# ---- align_shift_right ----
===== src/rtl/align_shift_right.sv =====
// align_shift_right: two-stage pre-adder alignment (exponent compare, operand swap, sticky right shift)
// Ports:
//   clk, rst_n                   clock, async active-low reset
//   in_valid/in_ready            operand-pair handshake
//   sign_*, exp_*, mant_*        operand pair (mantissas carry the hidden bit at the MSB)
//   out_valid/out_ready          result handshake
//   A, B                         large operand {mant,3'b0}; small operand aligned with sticky in bit 0
//   exp_large, sign_large/small  exponent and signs after the swap
//   shift_right, swapped         applied shift (saturated at DP_W) and swap flag
module align_shift_right #(
  parameter int EXP_W  = 8,
  parameter int MANT_W = 24,
  parameter int DP_W   = 27,
  parameter int SH_W   = 5
) (
  input  logic              clk,
  input  logic              rst_n,
  input  logic              in_valid,
  output logic              in_ready,
  input  logic              sign_a,
  input  logic              sign_b,
  input  logic [EXP_W-1:0]  exp_a,
  input  logic [EXP_W-1:0]  exp_b,
  input  logic [MANT_W-1:0] mant_a,
  input  logic [MANT_W-1:0] mant_b,
  output logic              out_valid,
  input  logic              out_ready,
  output logic [DP_W-1:0]   A,
  output logic [DP_W-1:0]   B,
  output logic [EXP_W-1:0]  exp_large,
  output logic              sign_large,
  output logic              sign_small,
  output logic [SH_W-1:0]   shift_right,
  output logic              swapped
);
  logic              s1_valid_q, s1_valid_d;
  logic              s1_swap_q, s1_swap_d;
  logic              s1_sign_l_q, s1_sign_l_d;
  logic              s1_sign_s_q, s1_sign_s_d;
  logic [EXP_W-1:0]  s1_exp_l_q, s1_exp_l_d;
  logic [MANT_W-1:0] s1_mant_l_q, s1_mant_l_d;
  logic [MANT_W-1:0] s1_mant_s_q, s1_mant_s_d;
  logic [SH_W-1:0]   s1_sh_q, s1_sh_d;
  logic              s2_valid_q, s2_valid_d;
  logic [DP_W-1:0]   a_q, a_d;
  logic [DP_W-1:0]   b_q, b_d;
  logic [EXP_W-1:0]  exp_large_q, exp_large_d;
  logic              sign_large_q, sign_large_d;
  logic              sign_small_q, sign_small_d;
  logic [SH_W-1:0]   shift_right_q, shift_right_d;
  logic              swapped_q, swapped_d;
  logic              swap, take, s2_adv, load2;
  logic [EXP_W-1:0]  exp_l, exp_s, diff;
  logic [SH_W-1:0]   sh;
  logic [DP_W-1:0]   x;
  // upper half: shifted operand, lower half: every bit shifted out (feeds sticky)
  logic [2*DP_W-1:0] wide;
  assign s2_adv    = !s2_valid_q || out_ready;
  assign in_ready  = !s1_valid_q || s2_adv;
  assign take      = in_valid && in_ready;
  assign load2     = s2_adv && s1_valid_q;
  assign out_valid = s2_valid_q;
  assign A           = a_q;
  assign B           = b_q;
  assign exp_large   = exp_large_q;
  assign sign_large  = sign_large_q;
  assign sign_small  = sign_small_q;
  assign shift_right = shift_right_q;
  assign swapped     = swapped_q;
  always_comb begin
    swap        = (exp_b > exp_a) || (exp_b == exp_a && mant_b > mant_a);
    exp_l       = swap ? exp_b : exp_a;
    exp_s       = swap ? exp_a : exp_b;
    diff        = exp_l - exp_s;
    sh          = (diff > EXP_W'(DP_W)) ? SH_W'(DP_W) : SH_W'(diff);
    s1_valid_d  = in_ready ? in_valid : s1_valid_q;
    s1_swap_d   = take ? swap : s1_swap_q;
    s1_sign_l_d = take ? (swap ? sign_b : sign_a) : s1_sign_l_q;
    s1_sign_s_d = take ? (swap ? sign_a : sign_b) : s1_sign_s_q;
    s1_exp_l_d  = take ? exp_l : s1_exp_l_q;
    s1_mant_l_d = take ? (swap ? mant_b : mant_a) : s1_mant_l_q;
    s1_mant_s_d = take ? (swap ? mant_a : mant_b) : s1_mant_s_q;
    s1_sh_d     = take ? sh : s1_sh_q;
  end
  always_comb begin
    x             = {s1_mant_s_q, 3'b000};
    wide          = {x, DP_W'(0)} >> s1_sh_q;
    s2_valid_d    = s2_adv ? s1_valid_q : s2_valid_q;
    a_d           = load2 ? {s1_mant_l_q, 3'b000} : a_q;
    b_d           = load2 ? {wide[2*DP_W-1:DP_W+1], wide[DP_W] | (|wide[DP_W-1:0])} : b_q;
    exp_large_d   = load2 ? s1_exp_l_q : exp_large_q;
    sign_large_d  = load2 ? s1_sign_l_q : sign_large_q;
    sign_small_d  = load2 ? s1_sign_s_q : sign_small_q;
    shift_right_d = load2 ? s1_sh_q : shift_right_q;
    swapped_d     = load2 ? s1_swap_q : swapped_q;
  end
  always_ff @(posedge clk or negedge rst_n) begin
    if (!rst_n) begin
      s1_valid_q    <= 1'b0;
      s1_swap_q     <= 1'b0;
      s1_sign_l_q   <= 1'b0;
      s1_sign_s_q   <= 1'b0;
      s1_exp_l_q    <= '0;
      s1_mant_l_q   <= '0;
      s1_mant_s_q   <= '0;
      s1_sh_q       <= '0;
      s2_valid_q    <= 1'b0;
      a_q           <= '0;
      b_q           <= '0;
      exp_large_q   <= '0;
      sign_large_q  <= 1'b0;
      sign_small_q  <= 1'b0;
      shift_right_q <= '0;
      swapped_q     <= 1'b0;
    end else begin
      s1_valid_q    <= s1_valid_d;
      s1_swap_q     <= s1_swap_d;
      s1_sign_l_q   <= s1_sign_l_d;
      s1_sign_s_q   <= s1_sign_s_d;
      s1_exp_l_q    <= s1_exp_l_d;
      s1_mant_l_q   <= s1_mant_l_d;
      s1_mant_s_q   <= s1_mant_s_d;
      s1_sh_q       <= s1_sh_d;
      s2_valid_q    <= s2_valid_d;
      a_q           <= a_d;
      b_q           <= b_d;
      exp_large_q   <= exp_large_d;
      sign_large_q  <= sign_large_d;
      sign_small_q  <= sign_small_d;
      shift_right_q <= shift_right_d;
      swapped_q     <= swapped_d;
    end
  end
endmodule

===== config.mk =====
export PLATFORM = sky130hd
export DESIGN_NAME = align_shift_right
export DESIGN_NICKNAME = d
export VERILOG_FILES = /design/src/rtl/align_shift_right.sv
export SDC_FILE = /design/constraint.sdc
export NUM_CORES = 1
export LEC_CHECK = 0
export CAP_MARGIN = 0
export CORE_MARGIN = 3
export CORE_UTILIZATION = 58
export DETAILED_ROUTE_END_ITERATION = 7
export PLACE_DENSITY = 0.91
export SLEW_MARGIN = 20
export SYNTH_ARGS = -nofsm -noshare
export SYNTH_HDL_FRONTEND = slang
export SYNTH_SLANG_ARGS = --single-unit
export TNS_END_PERCENT = 1

===== constraint.sdc =====
create_clock -name clk -period 3.92 [get_ports clk]
set_input_delay 1.176 -clock clk [delete_from_list [all_inputs] [get_ports clk]]
set_output_delay 1.176 -clock clk [all_outputs]
set_load 0.03 [all_outputs]

# ---- result_display_driver ----
[src/rtl/result_display_driver.sv]
// ALU result display: samples result/flag, converts the result to BCD with a sequential
// double-dabble FSM and scans a multiplexed common-anode 7-segment display.
module result_display_driver #(
    parameter int DATA_W      = 4,
    parameter int DIGITS      = 2,
    parameter int REFRESH_DIV = 50000
) (
    input  logic              clk,
    input  logic              rst,
    input  logic [DATA_W-1:0] result,
    input  logic              flag,
    output logic [6:0]        seg,
    output logic              dp,
    output logic [DIGITS-1:0] an,
    output logic              busy
);
    localparam int BCD_W = 4 * DIGITS;
    localparam int SH_W  = BCD_W + DATA_W;
    localparam int CNT_W = (REFRESH_DIV > 1) ? $clog2(REFRESH_DIV) : 1;
    localparam int IDX_W = (DIGITS > 1) ? $clog2(DIGITS) : 1;
    localparam int BIT_W = $clog2(DATA_W + 1);
    localparam logic [CNT_W-1:0] CNT_LAST = CNT_W'(REFRESH_DIV - 1);
    localparam logic [IDX_W-1:0] IDX_LAST = IDX_W'(DIGITS - 1);
    localparam logic [BIT_W-1:0] BIT_LAST = BIT_W'(DATA_W - 1);

    typedef enum logic [1:0] {
        IDLE,
        SHIFT,
        LOAD
    } state_e;

    // Input stage
    logic [DATA_W-1:0] result_q;
    logic              flag_q;

    // Conversion FSM
    state_e            state_q, state_d;
    logic [DATA_W:0]   src_q, src_d;
    logic [SH_W-1:0]   sh_q, sh_d, sh_adj;
    logic [BIT_W-1:0]  bit_q, bit_d;
    logic [BCD_W-1:0]  disp_bcd_q, disp_bcd_d;
    logic              disp_flag_q, disp_flag_d;

    // Scan
    logic [CNT_W-1:0]  cnt_q, cnt_d;
    logic [IDX_W-1:0]  idx_q, idx_d;
    logic [6:0]        seg_q, seg_d;
    logic [DIGITS-1:0] an_q, an_d;
    logic              dp_q, dp_d;
    logic [3:0]        digit_a [DIGITS];
    logic [3:0]        digit_val;
    logic              upper_nz;

    function automatic logic [6:0] decode(input logic [3:0] v);
        case (v)
            4'd0:    decode = 7'h40;
            4'd1:    decode = 7'h79;
            4'd2:    decode = 7'h24;
            4'd3:    decode = 7'h30;
            4'd4:    decode = 7'h19;
            4'd5:    decode = 7'h12;
            4'd6:    decode = 7'h02;
            4'd7:    decode = 7'h78;
            4'd8:    decode = 7'h00;
            4'd9:    decode = 7'h10;
            default: decode = 7'h7F;
        endcase
    endfunction

    // NOTE: sequential state uses non-blocking assignments only, so every register
    // samples the pre-edge value of every other register regardless of block order.
    always_ff @(posedge clk or negedge rst) begin
        if (!rst) begin
            result_q <= '0;
            flag_q   <= 1'b0;
        end else begin
            result_q <= result;
            flag_q   <= flag;
        end
    end

    always_comb begin
        // NOTE: every variable gets its hold value first so no path infers a latch.
        state_d     = state_q;
        src_d       = src_q;
        sh_d        = sh_q;
        sh_adj      = sh_q;
        bit_d       = bit_q;
        disp_bcd_d  = disp_bcd_q;
        disp_flag_d = disp_flag_q;
        case (state_q)
            IDLE: begin
                if ({flag_q, result_q} != src_q) begin
                    src_d   = {flag_q, result_q};
                    sh_d    = {{BCD_W{1'b0}}, result_q};
                    bit_d   = '0;
                    state_d = SHIFT;
                end
            end
            SHIFT: begin
                for (int i = 0; i < DIGITS; i++) begin
                    if (sh_q[DATA_W+4*i +: 4] >= 4'd5)
                        sh_adj[DATA_W+4*i +: 4] = sh_q[DATA_W+4*i +: 4] + 4'd3;
                end
                sh_d  = {sh_adj[SH_W-2:0], 1'b0};
                bit_d = bit_q + BIT_W'(1);
                if (bit_q == BIT_LAST) state_d = LOAD;
            end
            LOAD: begin
                disp_bcd_d  = sh_q[SH_W-1 -: BCD_W];
                disp_flag_d = src_q[DATA_W];
                state_d     = IDLE;
            end
            default: state_d = IDLE;
        endcase
    end

    always_ff @(posedge clk or negedge rst) begin
        if (!rst) begin
            state_q     <= IDLE;
            src_q       <= '0;
            sh_q        <= '0;
            bit_q       <= '0;
            disp_bcd_q  <= '0;
            disp_flag_q <= 1'b0;
        end else begin
            state_q     <= state_d;
            src_q       <= src_d;
            sh_q        <= sh_d;
            bit_q       <= bit_d;
            disp_bcd_q  <= disp_bcd_d;
            disp_flag_q <= disp_flag_d;
        end
    end

    assign busy = (state_q != IDLE);

    // Scan slot: outputs are only re-registered on the counter wrap, so a new display
    // value never appears in the middle of a slot.
    always_comb begin
        cnt_d     = cnt_q + CNT_W'(1);
        idx_d     = idx_q;
        seg_d     = seg_q;
        an_d      = an_q;
        dp_d      = dp_q;
        upper_nz  = 1'b0;
        for (int j = 0; j < DIGITS; j++) digit_a[j] = disp_bcd_q[4*j +: 4];
        digit_val = '0;
        if (cnt_q == CNT_LAST) begin
            cnt_d     = '0;
            idx_d     = (idx_q == IDX_LAST) ? '0 : idx_q + IDX_W'(1);
            digit_val = digit_a[idx_d];
            for (int j = 0; j < DIGITS; j++) begin
                if (IDX_W'(j) >= idx_d && digit_a[j] != 4'd0) upper_nz = 1'b1;
            end
            if (idx_d != '0 && !upper_nz) begin
                seg_d = 7'h7F;
                an_d  = '1;
            end else begin
                seg_d = decode(digit_val);
                an_d  = ~(DIGITS'(1) << idx_d);
            end
            dp_d = !((idx_d == '0) && disp_flag_q);
        end
    end

    always_ff @(posedge clk or negedge rst) begin
        if (!rst) begin
            cnt_q <= '0;
            idx_q <= IDX_LAST;
            seg_q <= 7'h7F;
            an_q  <= '1;
            dp_q  <= 1'b1;
        end else begin
            cnt_q <= cnt_d;
            idx_q <= idx_d;
            seg_q <= seg_d;
            an_q  <= an_d;
            dp_q  <= dp_d;
        end
    end

    assign seg = seg_q;
    assign an  = an_q;
    assign dp  = dp_q;

endmodule

[config.mk]
export PLATFORM = sky130hd
export DESIGN_NAME = result_display_driver
export DESIGN_NICKNAME = d
export VERILOG_FILES = /design/src/rtl/result_display_driver.sv
export SDC_FILE = /design/constraint.sdc
export NUM_CORES = 1
export LEC_CHECK = 0
export CORE_ASPECT_RATIO = 0.75
export CORE_MARGIN = 1.5
export CORE_UTILIZATION = 25
export CTS_BUF_LIST = sky130_fd_sc_hd__clkbuf_4
export CTS_CLUSTER_SIZE = 8
export DETAILED_ROUTE_END_ITERATION = 8
export REMOVE_ABC_BUFFERS = 1
export SYNTH_ARGS = -nofsm -noshare
export SYNTH_HDL_FRONTEND = slang
export SYNTH_SLANG_ARGS = --single-unit
[constraint.sdc]
create_clock -name clk -period 2.4 [get_ports clk]
set_input_delay 0.6 -clock clk [delete_from_list [all_inputs] [get_ports clk]]
set_output_delay 0.6 -clock clk [all_outputs]
set_load 0.1 [all_outputs]
# ---- gate_fill_ctrl ----
--- src/rtl/gate_fill_ctrl_pkg.sv ---
// Shared types and constants for the gated SRAM-fill controller.
// Holds the FSM state encoding and the wake-timeout counter sizing.
package gate_fill_ctrl_pkg;

    typedef enum logic [2:0] {
        ST_IDLE  = 3'd0,
        ST_WAKE  = 3'd1,
        ST_FILL  = 3'd2,
        ST_FLUSH = 3'd3,
        ST_STOP  = 3'd4,
        ST_DONE  = 3'd5
    } state_e;

    localparam int WAKE_TIMEOUT_DEF = 15;

    // The counter only has to reach timeout-1, so clog2(timeout) bits suffice.
    function automatic int tmo_width(input int timeout);
        return (timeout > 1) ? $clog2(timeout) : 1;
    endfunction

    localparam int TMO_W_DEF = (WAKE_TIMEOUT_DEF > 1) ? $clog2(WAKE_TIMEOUT_DEF) : 1;

endpackage

--- src/rtl/gate_fill_ctrl.sv ---
// Initiator-side controller for the gated SRAM-fill domain: wakes the gate,
// streams a job of len words into SRAM writes, shuts the gate down, reports done.
module gate_fill_ctrl
    import gate_fill_ctrl_pkg::*;
#(
    parameter int ADDR_WIDTH   = 8,
    parameter int DATA_WIDTH   = 32,
    parameter int WAKE_TIMEOUT = WAKE_TIMEOUT_DEF
) (
    input  logic                  clk_i,
    input  logic                  rst,
    input  logic                  req_i,
    input  logic [ADDR_WIDTH-1:0] len_i,
    output logic                  busy_o,
    output logic                  done_o,
    output logic                  err_o,
    output logic                  clk_en_o,
    output logic                  clk_end_o,
    input  logic                  start_in_i,
    input  logic                  gate_on_i,
    input  logic                  data_valid_i,
    input  logic [DATA_WIDTH-1:0] data_i,
    output logic                  data_ready_o,
    output logic                  sram_we_o,
    output logic [ADDR_WIDTH-1:0] sram_addr_o,
    output logic [DATA_WIDTH-1:0] sram_wdata_o
);

    localparam int              TMO_W    = tmo_width(WAKE_TIMEOUT);
    localparam logic [TMO_W-1:0] TMO_LAST = TMO_W'(WAKE_TIMEOUT - 1);

    state_e                  state_q, state_d;
    logic [ADDR_WIDTH-1:0]   len_q,   len_d;
    logic [ADDR_WIDTH-1:0]   cnt_q,   cnt_d;
    logic [TMO_W-1:0]        tmo_q,   tmo_d;
    logic                    err_q,   err_d;
    logic                    we_q,    we_d;
    logic [ADDR_WIDTH-1:0]   addr_q,  addr_d;
    logic [DATA_WIDTH-1:0]   wdata_q, wdata_d;
    logic                    hs_s;

    // Next-state, counter and SRAM write-register computation.
    always_comb begin
        state_d = state_q;
        len_d   = len_q;
        cnt_d   = cnt_q;
        tmo_d   = tmo_q;
        err_d   = err_q;
        we_d    = 1'b0;
        addr_d  = addr_q;
        wdata_d = wdata_q;
        hs_s    = data_valid_i && (state_q == ST_FILL);

        case (state_q)
            ST_IDLE: begin
                if (req_i) begin
                    if (len_i != {ADDR_WIDTH{1'b0}}) begin
                        len_d   = len_i;
                        cnt_d   = {ADDR_WIDTH{1'b0}};
                        tmo_d   = {TMO_W{1'b0}};
                        err_d   = 1'b0;
                        state_d = ST_WAKE;
                    end else begin
                        err_d   = 1'b0;
                        state_d = ST_DONE;
                    end
                end else begin
                    state_d = ST_IDLE;
                end
            end
            ST_WAKE: begin
                // A start arriving on the timeout cycle still wins.
                if (start_in_i) begin
                    state_d = ST_FILL;
                end else if (tmo_q == TMO_LAST) begin
                    err_d   = 1'b1;
                    state_d = ST_STOP;
                end else begin
                    tmo_d   = tmo_q + TMO_W'(1);
                end
            end
            ST_FILL: begin
                if (hs_s) begin
                    we_d    = 1'b1;
                    addr_d  = cnt_q;
                    wdata_d = data_i;
                    cnt_d   = cnt_q + ADDR_WIDTH'(1);
                    if (cnt_q == (len_q - ADDR_WIDTH'(1))) begin
                        state_d = ST_FLUSH;
                    end else begin
                        state_d = ST_FILL;
                    end
                end else begin
                    state_d = ST_FILL;
                end
            end
            ST_FLUSH: begin
                state_d = ST_STOP;
            end
            ST_STOP: begin
                if (!gate_on_i) begin
                    state_d = ST_DONE;
                end else begin
                    state_d = ST_STOP;
                end
            end
            ST_DONE: begin
                err_d   = 1'b0;
                state_d = ST_IDLE;
            end
            default: begin
                state_d = ST_IDLE;
            end
        endcase
    end

    // State and datapath registers with synchronous active-low reset.
    always_ff @(posedge clk_i) begin
        if (!rst) begin
            state_q <= ST_IDLE;
            len_q   <= {ADDR_WIDTH{1'b0}};
            cnt_q   <= {ADDR_WIDTH{1'b0}};
            tmo_q   <= {TMO_W{1'b0}};
            err_q   <= 1'b0;
            we_q    <= 1'b0;
            addr_q  <= {ADDR_WIDTH{1'b0}};
            wdata_q <= {DATA_WIDTH{1'b0}};
        end else begin
            state_q <= state_d;
            len_q   <= len_d;
            cnt_q   <= cnt_d;
            tmo_q   <= tmo_d;
            err_q   <= err_d;
            we_q    <= we_d;
            addr_q  <= addr_d;
            wdata_q <= wdata_d;
        end
    end

    // Control outputs are pure decodes of the state flop, so they never glitch
    // on inputs and clk_en/clk_end are mutually exclusive by construction.
    assign busy_o       = (state_q != ST_IDLE);
    assign done_o       = (state_q == ST_DONE);
    assign err_o        = (state_q == ST_DONE) && err_q;
    assign clk_en_o     = (state_q == ST_WAKE);
    assign clk_end_o    = (state_q == ST_STOP);
    assign data_ready_o = (state_q == ST_FILL);
    assign sram_we_o    = we_q;
    assign sram_addr_o  = addr_q;
    assign sram_wdata_o = wdata_q;

endmodule
--- config.mk ---
export PLATFORM = sky130hd
export DESIGN_NAME = gate_fill_ctrl
export DESIGN_NICKNAME = d
export VERILOG_FILES = /design/src/rtl/gate_fill_ctrl_pkg.sv /design/src/rtl/gate_fill_ctrl.sv
export SDC_FILE = /design/constraint.sdc
export NUM_CORES = 1
export LEC_CHECK = 0
export CORE_ASPECT_RATIO = 1.25
export CORE_UTILIZATION = 42
export DETAILED_ROUTE_END_ITERATION = 8
export PLACE_DENSITY = 0.8
export SLEW_MARGIN = 20
export SYNTH_ARGS = -nofsm -noshare
export SYNTH_HDL_FRONTEND = slang
export SYNTH_SLANG_ARGS = --single-unit
export TNS_END_PERCENT = 50
--- constraint.sdc ---
create_clock -name clk_i -period 1.5 [get_ports clk_i]
set_input_delay 0.15 -clock clk_i [delete_from_list [all_inputs] [get_ports clk_i]]
set_output_delay 0.15 -clock clk_i [all_outputs]
set_load 0.02 [all_outputs]
# ---- dcache_ctrl ----
===== config.mk =====
export PLATFORM = sky130hd
export DESIGN_NAME = dcache_ctrl
export DESIGN_NICKNAME = d
export VERILOG_FILES = /design/src/rtl/cache_pkg.sv /design/src/rtl/dcache_array.sv /design/src/rtl/dcache_ctrl.sv
export SDC_FILE = /design/constraint.sdc
export NUM_CORES = 1
export LEC_CHECK = 0
export ABC_CLOCK_PERIOD_IN_PS = 8300
export CAP_MARGIN = 30
export CORE_MARGIN = 2
export CORE_UTILIZATION = 57
export CTS_CLUSTER_SIZE = 25
export DETAILED_ROUTE_END_ITERATION = 8
export PLACE_DENSITY = 0.86
export SYNTH_ARGS = -nofsm -noshare
export SYNTH_HDL_FRONTEND = slang
export SYNTH_SLANG_ARGS = --single-unit

===== constraint.sdc =====
create_clock -name clk -period 8.3 [get_ports clk]
set_clock_uncertainty 0.15 [all_clocks]
set_input_delay 1.66 -clock clk [delete_from_list [all_inputs] [get_ports clk]]
set_output_delay 1.66 -clock clk [all_outputs]
set_load 0.01 [all_outputs]

===== src/rtl/cache_pkg.sv =====
// Shared types, sizes and the byte-merge helper for the data cache.
package cache_pkg;

    localparam int NUM_LINES  = 4;
    localparam int LINE_WORDS = 4;
    localparam int IDX_W      = $clog2(NUM_LINES);
    localparam int OFF_W      = $clog2(LINE_WORDS);
    localparam int TAG_W      = 32 - IDX_W - OFF_W - 2;
    localparam int LINE_BITS  = 32 * LINE_WORDS;

    typedef enum logic [1:0] {IDLE, WB, FILL} state_t;

    // Big-endian lanes: lane 0 is the most significant byte.
    function automatic logic [31:0] byte_merge(input logic [31:0] word,
                                               input logic [7:0]  data,
                                               input logic [1:0]  lane);
        logic [31:0] res;
        res = word;
        case (lane)
            2'd0:    res[31:24] = data;
            2'd1:    res[23:16] = data;
            2'd2:    res[15:8]  = data;
            default: res[7:0]   = data;
        endcase
        return res;
    endfunction

endpackage


===== src/rtl/dcache_array.sv =====
// Tag/valid/dirty/data storage for the direct-mapped data cache.
// Latency: combinational read by index, writes take effect at the next clock edge.
// Backpressure: none; the controller serialises all writes.
module dcache_array
    import cache_pkg::*;
(
    input  logic                 clk,
    input  logic                 reset,
    input  logic [IDX_W-1:0]     idx,
    output logic [TAG_W-1:0]     tagRd,
    output logic                 validRd,
    output logic                 dirtyRd,
    output logic [LINE_BITS-1:0] lineRd,
    input  logic                 lineWe,
    input  logic [TAG_W-1:0]     lineTag,
    input  logic [LINE_BITS-1:0] lineData,
    input  logic                 wordWe,
    input  logic [OFF_W-1:0]     wordOff,
    input  logic [31:0]          wordData,
    input  logic                 clrDirty
);

    logic [TAG_W-1:0]     tagMem  [NUM_LINES];
    logic [LINE_BITS-1:0] dataMem [NUM_LINES];
    logic [NUM_LINES-1:0] valid;
    logic [NUM_LINES-1:0] dirty;

    assign tagRd   = tagMem[idx];
    assign validRd = valid[idx];
    assign dirtyRd = dirty[idx];
    assign lineRd  = dataMem[idx];

    // Tag and data contents are deliberately left uninitialised by reset.
    always_ff @(posedge clk) begin
        if (lineWe) begin
            dataMem[idx] <= lineData;
            tagMem[idx]  <= lineTag;
        end else if (wordWe) begin
            dataMem[idx][{wordOff, 5'b0} +: 32] <= wordData;
        end
    end

    always_ff @(posedge clk) begin
        if (reset) begin
            valid <= '0;
            dirty <= '0;
        end else if (lineWe) begin
            valid[idx] <= 1'b1;
            dirty[idx] <= 1'b0;
        end else if (wordWe) begin
            dirty[idx] <= 1'b1;
        end else if (clrDirty) begin
            dirty[idx] <= 1'b0;
        end
    end

endmodule


===== src/rtl/dcache_ctrl.sv =====
// Direct-mapped write-back write-allocate data cache controller for the M stage.
// Latency: hits in zero cycles; misses stall for one cycle plus each line transfer.
// Backpressure: dhit=0 freezes the core until the line is installed.
module dcache_ctrl
    import cache_pkg::*;
(
    input  logic                 clk,
    input  logic                 reset,
    input  logic                 req_valid,
    input  logic                 req_we,
    input  logic                 req_byte,
    input  logic [31:0]          req_addr,
    input  logic [31:0]          req_wdata,
    output logic [31:0]          rdata,
    output logic                 dhit,
    output logic                 mem_req,
    output logic                 mem_we,
    output logic [31:0]          mem_addr,
    output logic [LINE_BITS-1:0] mem_wdata,
    input  logic                 mem_ack,
    input  logic [LINE_BITS-1:0] mem_rdata
);

    state_t               state, nextState;
    logic [TAG_W-1:0]     reqTag, missTag, fillTag, tagRd;
    logic [IDX_W-1:0]     reqIdx, missIdx, arrIdx;
    logic [OFF_W-1:0]     reqWord;
    logic                 validRd, dirtyRd, hit;
    logic [LINE_BITS-1:0] lineRd;
    logic [31:0]          curWord, wordData;
    logic                 lineWe, wordWe, clrDirty;

    assign reqTag  = req_addr[31:IDX_W+OFF_W+2];
    assign reqIdx  = req_addr[IDX_W+OFF_W+1:OFF_W+2];
    assign reqWord = req_addr[OFF_W+1:2];

    // Mid-miss the array is addressed by the latched miss, never the live request.
    assign arrIdx  = (state == IDLE) ? reqIdx : missIdx;
    assign fillTag = (state == IDLE) ? reqTag : missTag;
    assign curWord = lineRd[{reqWord, 5'b0} +: 32];
    assign hit     = req_valid & validRd & (tagRd == reqTag);
    assign rdata   = validRd ? curWord : 32'h0;

    dcache_array u_arr (
        .clk      (clk),
        .reset    (reset),
        .idx      (arrIdx),
        .tagRd    (tagRd),
        .validRd  (validRd),
        .dirtyRd  (dirtyRd),
        .lineRd   (lineRd),
        .lineWe   (lineWe),
        .lineTag  (missTag),
        .lineData (mem_rdata),
        .wordWe   (wordWe),
        .wordOff  (reqWord),
        .wordData (wordData),
        .clrDirty (clrDirty)
    );

    always_ff @(posedge clk) begin
        if (reset) state <= IDLE;
        else       state <= nextState;
    end

    always_comb begin
        nextState = state;
        case (state)
            IDLE: if (req_valid && !hit) nextState = (validRd && dirtyRd) ? WB : FILL;
            WB:   if (mem_ack) nextState = FILL;
            FILL: if (mem_ack) nextState = IDLE;
            default: nextState = IDLE;
        endcase
    end

    // Writes are masked during reset so a coincident ack cannot install a line.
    always_comb begin
        dhit     = 1'b0;
        lineWe   = 1'b0;
        wordWe   = 1'b0;
        clrDirty = 1'b0;
        wordData = req_byte ? byte_merge(curWord, req_wdata[7:0], req_addr[1:0]) : req_wdata;
        case (state)
            IDLE: begin
                dhit   = ~req_valid | hit;
                wordWe = hit & req_we & ~reset;
            end
            WB:   clrDirty = mem_ack & ~reset;
            FILL: lineWe   = mem_ack & ~reset;
            default: ;
        endcase
    end

    always_ff @(posedge clk) begin
        if (reset) begin
            missTag <= '0;
            missIdx <= '0;
        end else if (state == IDLE && req_valid && !hit) begin
            missTag <= reqTag;
            missIdx <= reqIdx;
        end
    end

    always_ff @(posedge clk) begin
        if (reset) begin
            mem_req   <= 1'b0;
            mem_we    <= 1'b0;
            mem_addr  <= '0;
            mem_wdata <= '0;
        end else begin
            mem_req <= (nextState != IDLE);
            mem_we  <= (nextState == WB);
            if (nextState == WB) begin
                mem_addr  <= {tagRd, arrIdx, {(OFF_W+2){1'b0}}};
                mem_wdata <= lineRd;
            end else if (nextState == FILL) begin
                mem_addr  <= {fillTag, arrIdx, {(OFF_W+2){1'b0}}};
            end
        end
    end

endmodule


gate_fill_ctrl/met3.png
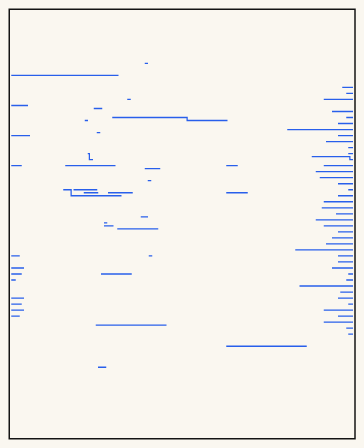
nets with wire on the layer: 68
wire length on this layer: 371 µm
main direction: horizontal
DRT Wirelength: 8771 µm
grt met3 use: 5.094%

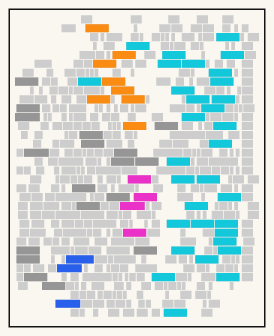
gate_fill_ctrl/registers.png
Other sequential cells in the stronger gray, the rest of the logic in the fainter gray.
| name in the netlist | color | sequential cells |
|---|---|---|
| tmo_q | magenta | 4 |
| sram_wdata_o | cyan | 32 |
| state_q | blue | 3 |
| sram_addr_o | orange | 8 |

==> impl_metrics.toml, gate_fill_ctrl <==
# physical design summary
[layout]
fillers = 532
comb-cell-share_pct = 35.28
fin_util_pct = 68.28
antenna_cells = 0
seq_cell_count = 65

[worst_setup_path]
startpoint = "len_q[3]$_SDFFE_PN0P_"
cp_max_fo = 4
path_buffers = 0
crit_cells = 4
cpPeakStageDelay_ps = 560
r2r_start = "len_q[3]$_SDFFE_PN0P_"

[detailed_routing]
ant_nets = 0
post-route-drc-count = 0
wl_met1_um = 3551

[cts]
post_cts_buffers = 8
clock-sinks = 65
cts_resized = 51
cts.clk_slew.worst_paths_ps = 80

[synth]
ys_ff = 65
syn_area_um2 = 3014
ys_sh_simple_pct = 24.95
edf_count = 0
syn_avg_cell_area_um2 = 8.813
yosysTopAreaCell = "dfxtp_1"
compound_area_share_pct = 17.14
yosys.area_share.adder_pct = 1.660

[global_route]
grt_use_met2_pct = 38.19
grt_max_degree = 41

[timing]
setup_violations = 12
fmax_mhz = 612.4
slew_headroom_pct = 69.16
grt_setup_unrepaired = "yes"
postLayoutSetupSlackWorst_ps = -133.0
fin_crit_sh_pct = 108.9

[power_and_ir_drop]
swShare_pct = 27.72
pwr-share-clk_pct = 35.2
powerSeq_uw = 1850
ir_drop_mv = 0.4971

[run_status]
violations = "negative setup slack"
status = "finished, violations left"

[worst_hold_path]
whs_path_depth = 3

[placement]
dpl.hpwl_um = 5379
place_inst = 535

[die]
chipArea_um2 = 7522
gate_fill_ctrl: synthesized netlist by cell type (2+ instances only):
cell,count
nor2_1,19
nand2_1,91
nor3_1,7
a21boi_0,41
nand2b_1,3
nor2b_1,9
nand4_1,3
and2_1,3
buf_6,3
nand3_1,2
dfxtp_1,65
buf_2,3
or4_4,3
clkbuf_1,11
inv_1,8
o21bai_1,2
xnor2_1,10
xor2_1,6
ha_1,4
clkbuf_8,2
o21ai_0,4
and3_1,3
a211oi_1,3
a21oi_1,5
nor2_4,2
mux2i_1,7
nor3b_1,2
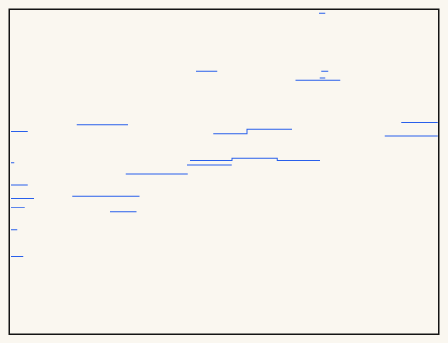
result_display_driver/met3.png
wire length on this layer: 218 µm
main direction: horizontal

==> impl_metrics.toml, result_display_driver <==
# physical design summary
[global_route]
antenna_found_initial = 0
grt_use_met2_pct = 13.44
use_met3_pct = 3.692

[power_and_ir_drop]
power.total_uw = 3471

[die]
chipArea_um2 = 12850
die_w_um = 130.4
ios = 18
fp-utilization_pct = 25.93

[worst_setup_path]
crit_slowest_cell = "dfstp_2"
crit_path_cell_trace = "mux2i_1 > inv_1 > ha_1 > mux2_2 > nand2_1 > a21oi_1"
crit_required_ps = 2730
cp_max_fo = 9
crit_path_end_kind = "flop"
crit_cells = 6
r2r_start = "idx_q$_DFFE_PN1N_"

[detailed_routing]
firstDrtPassIters = 4
post-route-drc-count = 0
ant_nets = 0
post_drt_wl_per_cell_um = 12.38
wl_um = 5742

[layout]
fin_area_um2 = 3580
largestClassByArea = "sequential cells"
antenna_cells = 0
seq_cell_count = 63
buffers = 26
drive_gt1_share_pct = 22.19

[run]
max-cap-violations = 0

[synth]
common_cells = "52 x dfrtp_1, 23 x nor2_1, 19 x mux2_2, 16 x inv_1, 14 x nand3_1"
ys_area_um2 = 3044
top_area_share_pct = 42.75

[timing]
period_needed_ps = 2035
slew_headroom_pct = 64.44
fmax_mhz = 491.5

[run_status]
status = "completed"

[worst_hold_path]
hp-class = "in2async"

[cts]
cts.path.max_buffers = 2
cts_resized = 0
cts_tree = "built"
-- result_display_driver: power breakdown --
group	internal, µW	switching [µW]	leakage, µW	total [µW]
Clock	421	364	0.0000805	786
Sequential	1290	224	0.000774	1520
Combinational	577	592	0.000729	1170
Total	2290	1180	0.00158	3470
-- result_display_driver: state kept, by name (all words and copies together), names as in the netlist --
name / cells
cnt_q: 16
sh_q: 12
disp_bcd_q: 8
seg: 7
src_q: 5
result_q: 4
bit_q: 3
an: 2
state_q: 2
disp_flag_q: 1
dp: 1
flag_q: 1
idx_q: 1
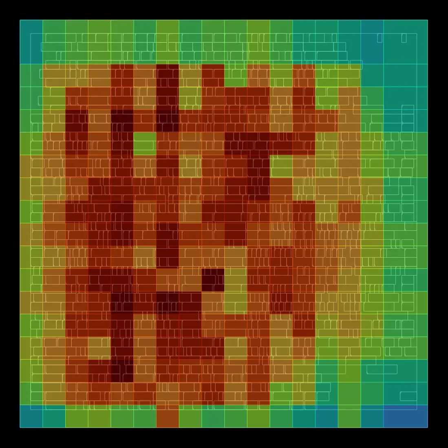
align_shift_right/final_congestion.png
met2 usage: 56.61%
grt met3 use: 8.311%
GR Util met1: 46.33%
GR peak layer: met2
GRT Overall Usage: 36.01%

==> impl_metrics.toml, align_shift_right <==
# physical design summary
[power_and_ir_drop]
power.density_nw_per_um2 = 494.9
pg_clk_uw = 1670
p_leak_uw = 0.005147
seq_power_share_pct = 33.5
swShare_pct = 36.84

[layout]
nClkBuffers = 20
fin_area_um2 = 11270
inverters_excl_clock = 36
buffer_area_share_pct = 18.71
sh_seq_area_pct = 29.54
mostFrequentLayoutCells = "139 x nand2_1, 133 x dfrtp_1, 91 x o21ai_0"
lay_top_count = "nand2_1"
buffers = 232

[synth]
ys_cells = 851
synthCells = 851
topCombFamilyByArea = "multiplexers"
yosys.area_share.adder_pct = 5.131
synth_cell_types = 67
edf_count = 0
synth_top_cell_by_count = "nand2_1"
common_cells = "141 x nand2_1, 133 x dfrtp_1, 94 x o21ai_0, 61 x a21oi_1, 53 x nor2_1"

[worst_setup_path]
crit_required_ps = 4200
worstRegToRegCells = 10
r2r_start = "s1_sh_q[1]$_DFFE_PN0P_"
rrSetupSlack_ps = 590

[global_route]
grt_overflow = 0

[timing]
drv_slew = 0
hold_viol = 0
setup_violations = 5
fin_crit_sh_pct = 104.4
postLayoutSetupSlackWorst_ps = -172.2

[worst_hold_path]
hp-class = "reg2reg"

[detailed_routing]
vias_per_cell = 6.783
wl_met1_um = 10410
firstDrtPassIters = 6

[cts]
cts.clk_slew.worst_paths_ps = 60

[run_status]
status = "finished, violations left"
violations = "negative setup slack"

[die]
tap_cells = 176
placementRows = 42
## align_shift_right: registers in the layout, indices dropped and copies added (netlist names)
signal / flops
s1_sign_s_q: 1
s1_mant_s_q: 24
s1_sign_l_q: 1
A: 24
shift_right: 5
swapped: 1
s1_valid_q: 1
s1_sh_q: 5
B: 27
sign_small: 1
s1_swap_q: 1
sign_large: 1
exp_large: 8
s1_exp_l_q: 8
out_valid: 1
s1_mant_l_q: 24
## align_shift_right: layer usage
layer  global-route usage (%)  up-vias
met4                    19.58        0
met5                        0        -
li1                         -     3425
met3                    8.311      256
met1                    46.33     3959
met2                    56.61      784
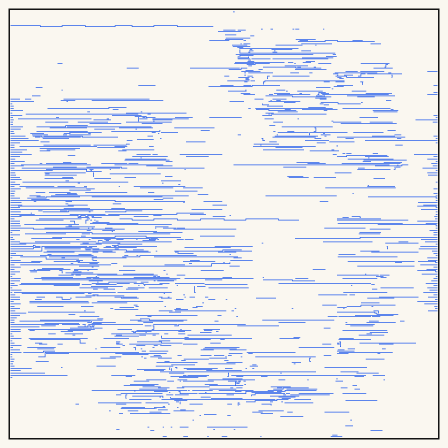
dcache_ctrl/met3.png
nets with wire on the layer: 689
wire length on this layer: 13900 µm
DRT Wirelength: 110400 µm
via count: 24590
grt met3 use: 8.162%

==> impl_metrics.toml, dcache_ctrl <==
# physical design summary
[worst_setup_path]
crit_family = "AND-OR/OR-AND gates"
crit_required_ps = 6490
crit_slowest_cell = "a2111oi_0"

[layout]
fin_nets = 3000
reg_top3 = "u_arr.dataMem x512, mem_wdata x128, u_arr.tagMem x104"
fin_util_pct = 70.36
top_register = "u_arr.dataMem"

[timing]
tns_ps = 0
fmax_mhz = 124.3
hold_viol = 0

[placement]
dpl.hpwl_um = 70940
place_ws_ps = 651.9

[cts]
cts-htree-levels = 3
cts.path.max_buffers = 3
cts-buffers-inserted = 81

[worst_hold_path]
whs_path_depth = 2

[detailed_routing]
initialDrtViolationCount = 3714

[synth]
synth_top_cell_by_count = "edfxtp_1"

[run_status]
status = "completed"
dcache_ctrl: cell families after synthesis:
kind of cell    after synthesis
flops                       812
simple gates                665
mux                         464
compound gates              260
buf+inv                     187
xor+xnor                     12
fa+ha+maj                     8
other cells                   1
dcache_ctrl: layout make-up:
| cell class | instances | area [µm²] |
|---|---|---|
| sequential | 812 | 22420 |
| inverter | 12 | 45.04 |
| multi-input combinational | 1413 | 12330 |
| clock buffer | 109 | 2305 |
| timing repair buffer | 474 | 4723 |
| antenna | 6 | 15.01 |
| fill | 3715 | 18220 |
| clock inverter | 41 | 427.9 |
| tap | 790 | 988.4 |


==> layout pictures side by side <==
Ports around the boundary.
Pins as bars across the die edge, other pins in gray.
Plate I
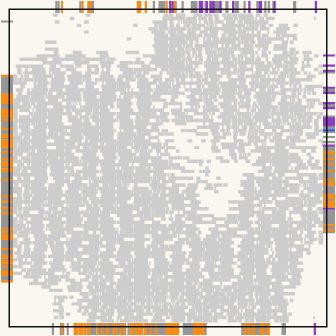
Plate II
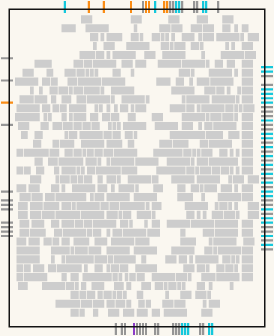
Plate III
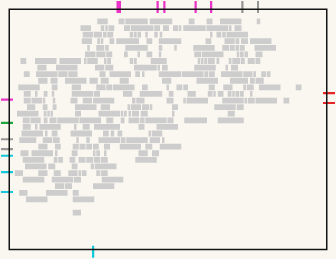
Plate IV
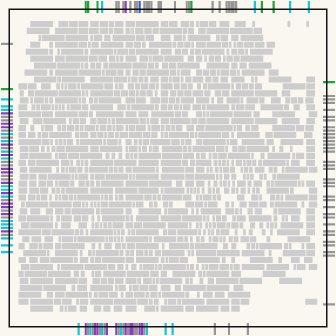
- most pins: Plate I
- fewest pins: Plate III
gate_fill_ctrl: Plate II
dcache_ctrl: Plate I
result_display_driver: Plate III
align_shift_right: Plate IV

Key to Plate I:
| port | color | pins | direction | edge |
|---|---|---|---|---|
| mem_rdata | orange | 128 | input | 54 bottom, 48 left, 17 right, 9 top |
| req_valid | blue | 1 | input | right |
| mem_addr | purple | 32 | output | 17 top, 14 right, 1 bottom |


## Gallery

Where the registers sit.
Other sequential cells in the stronger gray, the rest of the logic in the fainter gray.
shot_01.png
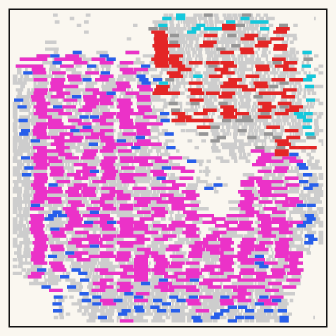
shot_02.png
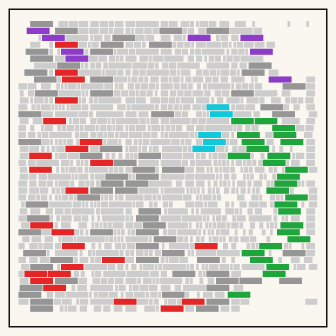
shot_03.png
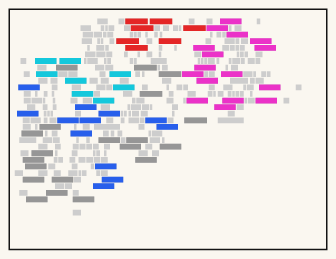
| from | picture |
|---|---|
| result_display_driver | shot_03.png |
| dcache_ctrl | shot_01.png |
| align_shift_right | shot_02.png |

Key to shot_03.png:
| name in the netlist | color | sequential cells |
|---|---|---|
| disp_bcd_q | cyan | 8 |
| sh_q | blue | 12 |
| seg | red | 7 |
| cnt_q | magenta | 16 |

Power figures rest on the tool's default switching activity, not on a simulated workload.
